# ---- block 1 ----
Figure 1. Gate families picked out (block 1).
Scale: 4 px per µm.
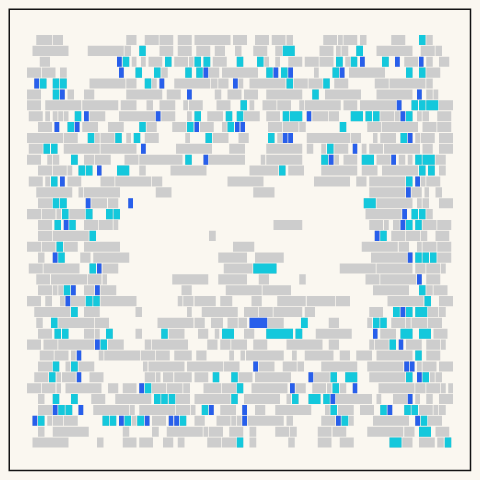
Figure 2. Placement density heat map (block 1).
Scale: 2 px per µm. 11 x 11 tiles, from dark purple (low) to yellow (high), 0 to 100% covered.
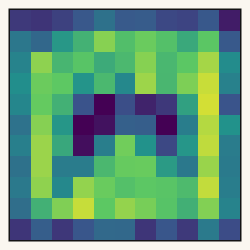
$ cat config.mk
export PLATFORM = sky130hd
export DESIGN_NAME = ram_iface_arbiter_flat
export DESIGN_NICKNAME = d
export VERILOG_FILES = /design/src/rtl/ram_iface_arbiter_if.sv /design/src/rtl/ram_iface_arbiter.sv /design/src/flat_wrapper.sv
export SDC_FILE = /design/constraint.sdc
export NUM_CORES = 1
export LEC_CHECK = 0
export CAP_MARGIN = 5
export CORE_MARGIN = 4
export CORE_UTILIZATION = 34
export CTS_BUF_LIST = sky130_fd_sc_hd__clkbuf_2
export CTS_CLUSTER_SIZE = 14
export DETAILED_ROUTE_END_ITERATION = 8
export PLACE_DENSITY = 0.76
export SLEW_MARGIN = 5
export SYNTH_ARGS = -nofsm -noshare
export SYNTH_HDL_FRONTEND = slang
export SYNTH_SLANG_ARGS = --single-unit
$ cat constraint.sdc
create_clock -name clk -period 1.4 [get_ports clk]
set_input_delay 0.28 -clock clk [delete_from_list [all_inputs] [get_ports clk]]
set_output_delay 0.28 -clock clk [all_outputs]
set_load 0.01 [all_outputs]
$ cat src/rtl/ram_iface_arbiter_if.sv
// Bus bundle between two line requesters, the arbiter and the RAM
// interface controller. Signal names match the original flat port list.
interface ram_iface_arbiter_if #(
  parameter int ADDR_SIZE      = 13,
  parameter int CASH_STR_WIDTH = 64
);
  logic                      req0_avalid;
  logic                      req1_avalid;
  logic [ADDR_SIZE-1:0]      req0_addr;
  logic [ADDR_SIZE-1:0]      req1_addr;
  logic                      req0_rnw;
  logic                      req1_rnw;
  logic [CASH_STR_WIDTH-1:0] req0_wdata;
  logic [CASH_STR_WIDTH-1:0] req1_wdata;
  logic                      req0_ack;
  logic                      req1_ack;
  logic                      req0_err;
  logic                      req1_err;
  logic                      mc_avalid;
  logic [ADDR_SIZE-1:0]      mc_addr;
  logic                      mc_rnw;
  logic [CASH_STR_WIDTH-1:0] mc_wdata;
  logic                      mc_ack;
  logic                      owner;
  logic                      busy;

  // Arbiter side
  modport master (
    input  req0_avalid, req1_avalid, req0_addr, req1_addr,
           req0_rnw, req1_rnw, req0_wdata, req1_wdata, mc_ack,
    output req0_ack, req1_ack, req0_err, req1_err,
           mc_avalid, mc_addr, mc_rnw, mc_wdata, owner, busy
  );

  // Requesters and controller side
  modport slave (
    output req0_avalid, req1_avalid, req0_addr, req1_addr,
           req0_rnw, req1_rnw, req0_wdata, req1_wdata, mc_ack,
    input  req0_ack, req1_ack, req0_err, req1_err,
           mc_avalid, mc_addr, mc_rnw, mc_wdata, owner, busy
  );
endinterface

$ cat src/rtl/ram_iface_arbiter.sv
// Two-port round-robin arbiter in front of a RAM interface controller.
// One transaction in flight; all outputs registered.
// Optional macro ARB_TIMEOUT_EN adds an ack watchdog that ends a stalled
// transaction with a one-cycle err pulse after TIMEOUT_CYCLES.
module ram_iface_arbiter #(
  parameter int ADDR_SIZE      = 13,
  parameter int CASH_STR_WIDTH = 64,
  parameter int TIMEOUT_CYCLES = 255
) (
  input  logic                clk,
  input  logic                not_reset,
  ram_iface_arbiter_if.master bus
);

  localparam logic [1:0] S_IDLE  = 2'd0;
  localparam logic [1:0] S_ISSUE = 2'd1;
  localparam logic [1:0] S_WAIT  = 2'd2;
  localparam logic [1:0] S_RESP  = 2'd3;

  logic [1:0]                state;
  logic                      last_grant;
  logic                      win;
  logic [ADDR_SIZE-1:0]      win_addr;
  logic                      win_rnw;
  logic [CASH_STR_WIDTH-1:0] win_wdata;

`ifdef ARB_TIMEOUT_EN
  localparam logic [15:0] WD_LAST = 16'(TIMEOUT_CYCLES - 1);
  logic [15:0] wd_cnt;
`else
  assign bus.req0_err = 1'b0;
  assign bus.req1_err = 1'b0;
`endif

  // Winner select: lone requester wins, on a tie the port not granted last
  always_comb begin
    win       = bus.req1_avalid && (!bus.req0_avalid || !last_grant);
    win_addr  = win ? bus.req1_addr  : bus.req0_addr;
    win_rnw   = win ? bus.req1_rnw   : bus.req0_rnw;
    win_wdata = win ? bus.req1_wdata : bus.req0_wdata;
  end

  // Transaction FSM with registered outputs
  always_ff @(posedge clk or negedge not_reset) begin
    if (!not_reset) begin
      state         <= S_IDLE;
      last_grant    <= 1'b1;
      bus.mc_avalid <= 1'b0;
      bus.mc_addr   <= '0;
      bus.mc_rnw    <= 1'b0;
      bus.mc_wdata  <= '0;
      bus.owner     <= 1'b0;
      bus.busy      <= 1'b0;
      bus.req0_ack  <= 1'b0;
      bus.req1_ack  <= 1'b0;
`ifdef ARB_TIMEOUT_EN
      bus.req0_err  <= 1'b0;
      bus.req1_err  <= 1'b0;
      wd_cnt        <= '0;
`endif
    end else begin
      bus.mc_avalid <= 1'b0;
      bus.req0_ack  <= 1'b0;
      bus.req1_ack  <= 1'b0;
`ifdef ARB_TIMEOUT_EN
      bus.req0_err  <= 1'b0;
      bus.req1_err  <= 1'b0;
`endif
      case (state)
        S_IDLE: begin
          if (bus.req0_avalid || bus.req1_avalid) begin
            bus.owner    <= win;
            bus.mc_addr  <= win_addr;
            bus.mc_rnw   <= win_rnw;
            bus.mc_wdata <= win_wdata;
            bus.busy     <= 1'b1;
            state        <= S_ISSUE;
          end
        end
        S_ISSUE: begin
          bus.mc_avalid <= 1'b1;
          state         <= S_WAIT;
`ifdef ARB_TIMEOUT_EN
          wd_cnt        <= '0;
`endif
        end
        S_WAIT: begin
          if (bus.mc_ack) begin
            bus.req0_ack <= !bus.owner;
            bus.req1_ack <= bus.owner;
            last_grant   <= bus.owner;
            state        <= S_RESP;
          end
`ifdef ARB_TIMEOUT_EN
          // mc_ack is tested first so an ack on the final cycle wins over err
          else if (wd_cnt == WD_LAST) begin
            bus.req0_err <= !bus.owner;
            bus.req1_err <= bus.owner;
            last_grant   <= bus.owner;
            state        <= S_RESP;
          end else begin
            wd_cnt <= wd_cnt + 16'd1;
          end
`endif
        end
        S_RESP: begin
          bus.busy <= 1'b0;
          state    <= S_IDLE;
        end
        default: begin
          bus.busy <= 1'b0;
          state    <= S_IDLE;
        end
      endcase
    end
  end

endmodule
$ cat src/flat_wrapper.sv
// flat-port wrapper written by rule: the top's interface ports become plain ports
module ram_iface_arbiter_flat 
#(
  parameter int ADDR_SIZE      = 13,
  parameter int CASH_STR_WIDTH = 64,
  parameter int TIMEOUT_CYCLES = 255
)
  (clk, not_reset, bus_req0_avalid, bus_req1_avalid, bus_req0_addr, bus_req1_addr, bus_req0_rnw, bus_req1_rnw, bus_req0_wdata, bus_req1_wdata, bus_mc_ack, bus_req0_ack, bus_req1_ack, bus_req0_err, bus_req1_err, bus_mc_avalid, bus_mc_addr, bus_mc_rnw, bus_mc_wdata, bus_owner, bus_busy);
  ram_iface_arbiter_if #(.ADDR_SIZE(ADDR_SIZE), .CASH_STR_WIDTH(CASH_STR_WIDTH)) bus_i ();
  input  logic clk;
  input  logic not_reset;
  input wire logic [$bits(bus_i.req0_avalid)-1:0] bus_req0_avalid;
  input wire logic [$bits(bus_i.req1_avalid)-1:0] bus_req1_avalid;
  input wire logic [$bits(bus_i.req0_addr)-1:0] bus_req0_addr;
  input wire logic [$bits(bus_i.req1_addr)-1:0] bus_req1_addr;
  input wire logic [$bits(bus_i.req0_rnw)-1:0] bus_req0_rnw;
  input wire logic [$bits(bus_i.req1_rnw)-1:0] bus_req1_rnw;
  input wire logic [$bits(bus_i.req0_wdata)-1:0] bus_req0_wdata;
  input wire logic [$bits(bus_i.req1_wdata)-1:0] bus_req1_wdata;
  input wire logic [$bits(bus_i.mc_ack)-1:0] bus_mc_ack;
  output wire logic [$bits(bus_i.req0_ack)-1:0] bus_req0_ack;
  output wire logic [$bits(bus_i.req1_ack)-1:0] bus_req1_ack;
  output wire logic [$bits(bus_i.req0_err)-1:0] bus_req0_err;
  output wire logic [$bits(bus_i.req1_err)-1:0] bus_req1_err;
  output wire logic [$bits(bus_i.mc_avalid)-1:0] bus_mc_avalid;
  output wire logic [$bits(bus_i.mc_addr)-1:0] bus_mc_addr;
  output wire logic [$bits(bus_i.mc_rnw)-1:0] bus_mc_rnw;
  output wire logic [$bits(bus_i.mc_wdata)-1:0] bus_mc_wdata;
  output wire logic [$bits(bus_i.owner)-1:0] bus_owner;
  output wire logic [$bits(bus_i.busy)-1:0] bus_busy;
  assign bus_i.req0_avalid = bus_req0_avalid;
  assign bus_i.req1_avalid = bus_req1_avalid;
  assign bus_i.req0_addr = bus_req0_addr;
  assign bus_i.req1_addr = bus_req1_addr;
  assign bus_i.req0_rnw = bus_req0_rnw;
  assign bus_i.req1_rnw = bus_req1_rnw;
  assign bus_i.req0_wdata = bus_req0_wdata;
  assign bus_i.req1_wdata = bus_req1_wdata;
  assign bus_i.mc_ack = bus_mc_ack;
  assign bus_req0_ack = bus_i.req0_ack;
  assign bus_req1_ack = bus_i.req1_ack;
  assign bus_req0_err = bus_i.req0_err;
  assign bus_req1_err = bus_i.req1_err;
  assign bus_mc_avalid = bus_i.mc_avalid;
  assign bus_mc_addr = bus_i.mc_addr;
  assign bus_mc_rnw = bus_i.mc_rnw;
  assign bus_mc_wdata = bus_i.mc_wdata;
  assign bus_owner = bus_i.owner;
  assign bus_busy = bus_i.busy;
  ram_iface_arbiter #(.ADDR_SIZE(ADDR_SIZE), .CASH_STR_WIDTH(CASH_STR_WIDTH), .TIMEOUT_CYCLES(TIMEOUT_CYCLES)) u_core (.clk(clk), .not_reset(not_reset), .bus(bus_i));
endmodule
==> impl_metrics.ini <==
; synthesis and place-and-route metrics
[cells_and_area]
largest_reg_flops = 64
final_cell_mix = clkdlybuf4s50_1 (159), a21oi_1 (141), dfrtp_1 (85)

[synthesis]
ys_sh_aoi = 0.2207
synth.avg_cell_area_um2 = 8.491
yosys_cells = 458
yosys.area_share.adder = 0.01609
ys_sh_mux = 0.002896

[route]
wl_met3_um = 1428
viasPerCell = 4.915

[run_status]
violations = setup timing
status = finished with violations

[clock_network]
cts_buffers = 9
clock_path_buffers = 2

[flow_run]
maxCapViolations = 0

[setup_path]
worstReg2RegStart = u_core.state[0]$_DFFE_PN0P_
crit_family = flip-flops
arrival_ns = 1.92

[final_timing]
fin_ws_ns = -0.06246
setup_violations = 63
About Figure 1:
legend:
  aoi and oai cells:
    color: cyan
    cells: 159
    where: spread over the die
  nor cells:
    color: blue
    cells: 80
    where: spread over the die
most numerous logic cell after layout: clkdlybuf4s50_1
Finished Layout Cells: 884
Comb/total area: 0.2355

About Figure 2:
fullest tile: 93%
mean over tiles: 52%
emptiest ninth of the die: center
nearly empty tiles: 2.5%
tiles over 75% full: 24%
Initial Util: 0.3525
Util after Layout: 0.6349
Core Area: 11,030 µm²

-- Yosys cell counts, drive strengths merged --
cell type and number:
a21oi 157, dfrtp 85, nand2 79, nor2 79, buf 20, clkbuf 16, ha 5, inv 4
a21bo 1, a21boi 1, a21o 1, a22o 1, and3 1, conb 1, dfstp 1, mux2 1
nor3b 1, o21a 1, o21ai 1, o22a 1, o32a 1
-- where the power goes --
group          leakage, µW  internal (µW)  switching, µW
Clock            0.0000718            589            867
Combinational      0.00209           4060           3650
Sequential        0.000969           3740            748

# ---- block 2 ----
Figure 3. Clock wiring as the flow saved it (block 2).
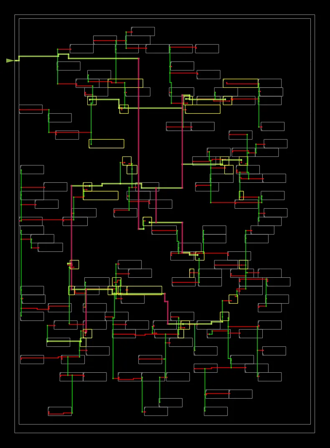
Figure 4. Wires at chosen ports, followed through buffers (block 2).
Scale: 3 px per µm.
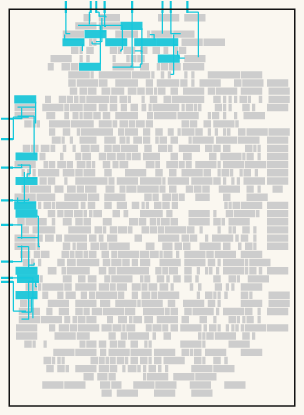
--- config.mk ---
export PLATFORM = sky130hd
export DESIGN_NAME = imem_loader
export DESIGN_NICKNAME = d
export VERILOG_FILES = /design/src/rtl/imem_loader.sv
export SDC_FILE = /design/constraint.sdc
export NUM_CORES = 1
export LEC_CHECK = 0
export ABC_AREA = 0
export CORE_ASPECT_RATIO = 1.4
export CORE_UTILIZATION = 44
export CTS_BUF_LIST = sky130_fd_sc_hd__clkbuf_4
export DETAILED_ROUTE_END_ITERATION = 8
export PLACE_DENSITY = 0.68
export SLEW_MARGIN = 20
export SYNTH_ARGS = -nofsm -noshare
export SYNTH_HDL_FRONTEND = slang
export SYNTH_SLANG_ARGS = --single-unit
--- constraint.sdc ---
create_clock -name clk -period 2.01 [get_ports clk]
set_clock_uncertainty 0.15 [all_clocks]
set_input_delay 0.402 -clock clk [delete_from_list [all_inputs] [get_ports clk]]
set_output_delay 0.402 -clock clk [all_outputs]
set_load 0.1 [all_outputs]
--- src/rtl/imem_loader.sv ---
// imem_loader: boot-time instruction-memory writer.
// It takes a byte stream in this order: a word count, the instruction words
// MSB first, then an XOR checksum. It writes each word to consecutive ROM
// word addresses. The core is held in reset until the checksum matches.
module imem_loader #(
  parameter int ADDR_W = 16
) (
  input  logic              clk,
  input  logic              rst,
  input  logic              in_valid,
  input  logic [7:0]        in_data,
  output logic              in_ready,
  output logic              mem_we,
  output logic [ADDR_W-1:0] mem_addr,
  output logic [31:0]       mem_wdata,
  output logic              cpu_rst_n,
  output logic              done,
  output logic              err
);

  typedef enum logic [2:0] {
    S_HDR_HI,
    S_HDR_LO,
    S_DATA,
    S_CHK,
    S_DONE,
    S_ERR
  } state_t;

  // N = 2^ADDR_W is a legal image size, so the comparison limit is one past the last address
  localparam logic [31:0] DEPTH = 32'd1 << ADDR_W;

  state_t            state;
  logic [15:0]       n;
  logic [1:0]        byte_idx;
  logic [ADDR_W:0]   word_addr;   // one extra bit so a full-depth image never wraps
  logic [7:0]        chk;
  logic [23:0]       word;        // first three bytes of the word being assembled

  logic              accept;
  logic [31:0]       n_hdr;
  logic [31:0]       next_addr;

  // ready depends only on state; qualifying it with rst keeps it low during the reset cycle
  always_comb begin
    in_ready = rst && ((state == S_HDR_HI) || (state == S_HDR_LO) ||
                       (state == S_DATA)   || (state == S_CHK));
  end

  assign accept    = in_valid && in_ready;
  assign n_hdr     = {16'd0, n[15:8], in_data};
  assign next_addr = 32'(word_addr) + 32'd1;

  // loader FSM: header capture, word assembly, write strobe and checksum verdict
  always_ff @(posedge clk) begin
    if (!rst) begin
      state     <= S_HDR_HI;
      n         <= '0;
      byte_idx  <= '0;
      word_addr <= '0;
      chk       <= '0;
      word      <= '0;
      mem_we    <= 1'b0;
      mem_addr  <= '0;
      mem_wdata <= '0;
      cpu_rst_n <= 1'b0;
      done      <= 1'b0;
      err       <= 1'b0;
    end else begin
      mem_we <= 1'b0;
      if (accept) begin
        unique case (state)
          S_HDR_HI: begin
            n[15:8] <= in_data;
            state   <= S_HDR_LO;
          end
          S_HDR_LO: begin
            n[7:0] <= in_data;
            if (n_hdr > DEPTH) begin
              state <= S_ERR;
              err   <= 1'b1;
            end else if (n_hdr == 32'd0) begin
              state <= S_CHK;
            end else begin
              state <= S_DATA;
            end
          end
          S_DATA: begin
            word     <= {word[15:0], in_data};
            chk      <= chk ^ in_data;
            byte_idx <= byte_idx + 2'd1;
            if (byte_idx == 2'd3) begin
              mem_we    <= 1'b1;
              mem_addr  <= word_addr[ADDR_W-1:0];
              mem_wdata <= {word, in_data};
              word_addr <= word_addr + {{ADDR_W{1'b0}}, 1'b1};
              if (next_addr == {16'd0, n}) state <= S_CHK;
            end
          end
          S_CHK: begin
            if (in_data == chk) begin
              state     <= S_DONE;
              done      <= 1'b1;
              cpu_rst_n <= 1'b1;
            end else begin
              state <= S_ERR;
              err   <= 1'b1;
            end
          end
          default: ;
        endcase
      end
    end
  end

endmodule

==> impl_metrics.ini <==
; synthesis and place-and-route metrics
[power_and_ir_drop]
seqPwrFrac = 0.501
power.group.top = registers
power_uw = 4858

[cells_and_area]
final_core_util = 0.6462
nets = 731
layout-drive-gt1-share = 0.2750
area_growth_pct = 43.56

[setup_path]
worstPathBufferInverterCount = 2
crit_chain = buf_6 -> nand4_4 -> buf_6 -> nor3_4 -> xnor2_1 -> nand4_1 -> or4_1 -> o21ai_1
arrival_ns = 2.27
rrSetupSlack_ns = 0.04

[final_timing]
grt_setup_unrepaired = true
setup_violations = 0
slew_violations = 0
worst_pin_slew_ns = 0.5712
finalCritPeriodShare = 0.9786
holdWs_ns = 0.3132

[synthesis]
postSynthCellCount = 598
ys_sh_xor = 0.09265
ys_top_cells_by_area = dfxtp_1 (46%), nand2_1 (11%), a21boi_0 (10%)
yosys.area_share.adder = 0.004727
fp_nets = 611

[floorplanning]
initial_utilization = 0.4501
num_rows = 47

[clock_network]
cts.sinks = 121
ctsResizeCount = 12
htreeDepth = 4

[route]
drtIter0Drc = 172
top_layer_used = met4

[placed_design]
dpl_cell_area_um2 = 7003
dp_hpwl_um = 9188

[run_status]
status = complete, no violations

[grt]
grt_overflow = 0

[flow_run]
maxCapViolations = 0
Notes on Figure 3 above:
clk pwr: 2150 µW
final-layout clock buffer total: 18

Notes on Figure 4 above:
legend:
  mem_addr:
    color: cyan
    direction: output
    edge: 8 north, 8 west
    end_cells: 16
    buffers: 16
    wire: 403 µm
Top-Level Pins: 64
Buffers on Ports: 63

[how the worst max path moves through the flow]
stage,startpoint,end,slack [ns],depth (start not counted)
2_1_floorplan,rst,in_ready,0.04,3
3_3_place_gp,in_data[1],state[0]$_SDFFE_PN0P_,-0.41,7
3_5_place_dp,in_data[1],state[0]$_SDFFE_PN0P_,-0.44,7
4_1_cts,word_addr[1]$_SDFFE_PN0P_,state[0]$_SDFFE_PN0P_,0.0002,7
5_1_grt,word_addr[0]$_SDFFE_PN0P_,state[0]$_SDFFE_PN0P_,-0.06,8
6_report,word_addr[0]$_SDFFE_PN0P_,state[0]$_SDFFE_PN0P_,0.04,8


==> layout pictures side by side <==
Register map, names as in the netlist.
Scale: 3 px per µm. Other sequential cells in the stronger gray, the rest of the logic in the fainter gray.
(a)
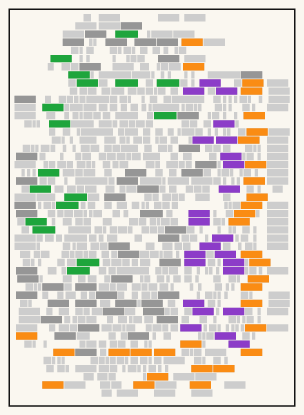
(b)
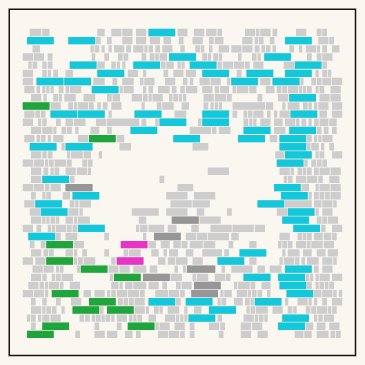
(a) -> block 2
(b) -> block 1
The one with the most sequential cells is (a).

Key to (b):
legend:
  u_core.bus.mc_addr:
    color: green
    flops: 13
  u_core.state:
    color: magenta
    flops: 2
  u_core.bus.mc_wdata:
    color: cyan
    flops: 64
    where: spread over the die

Power and IR drop assume default switching activity.
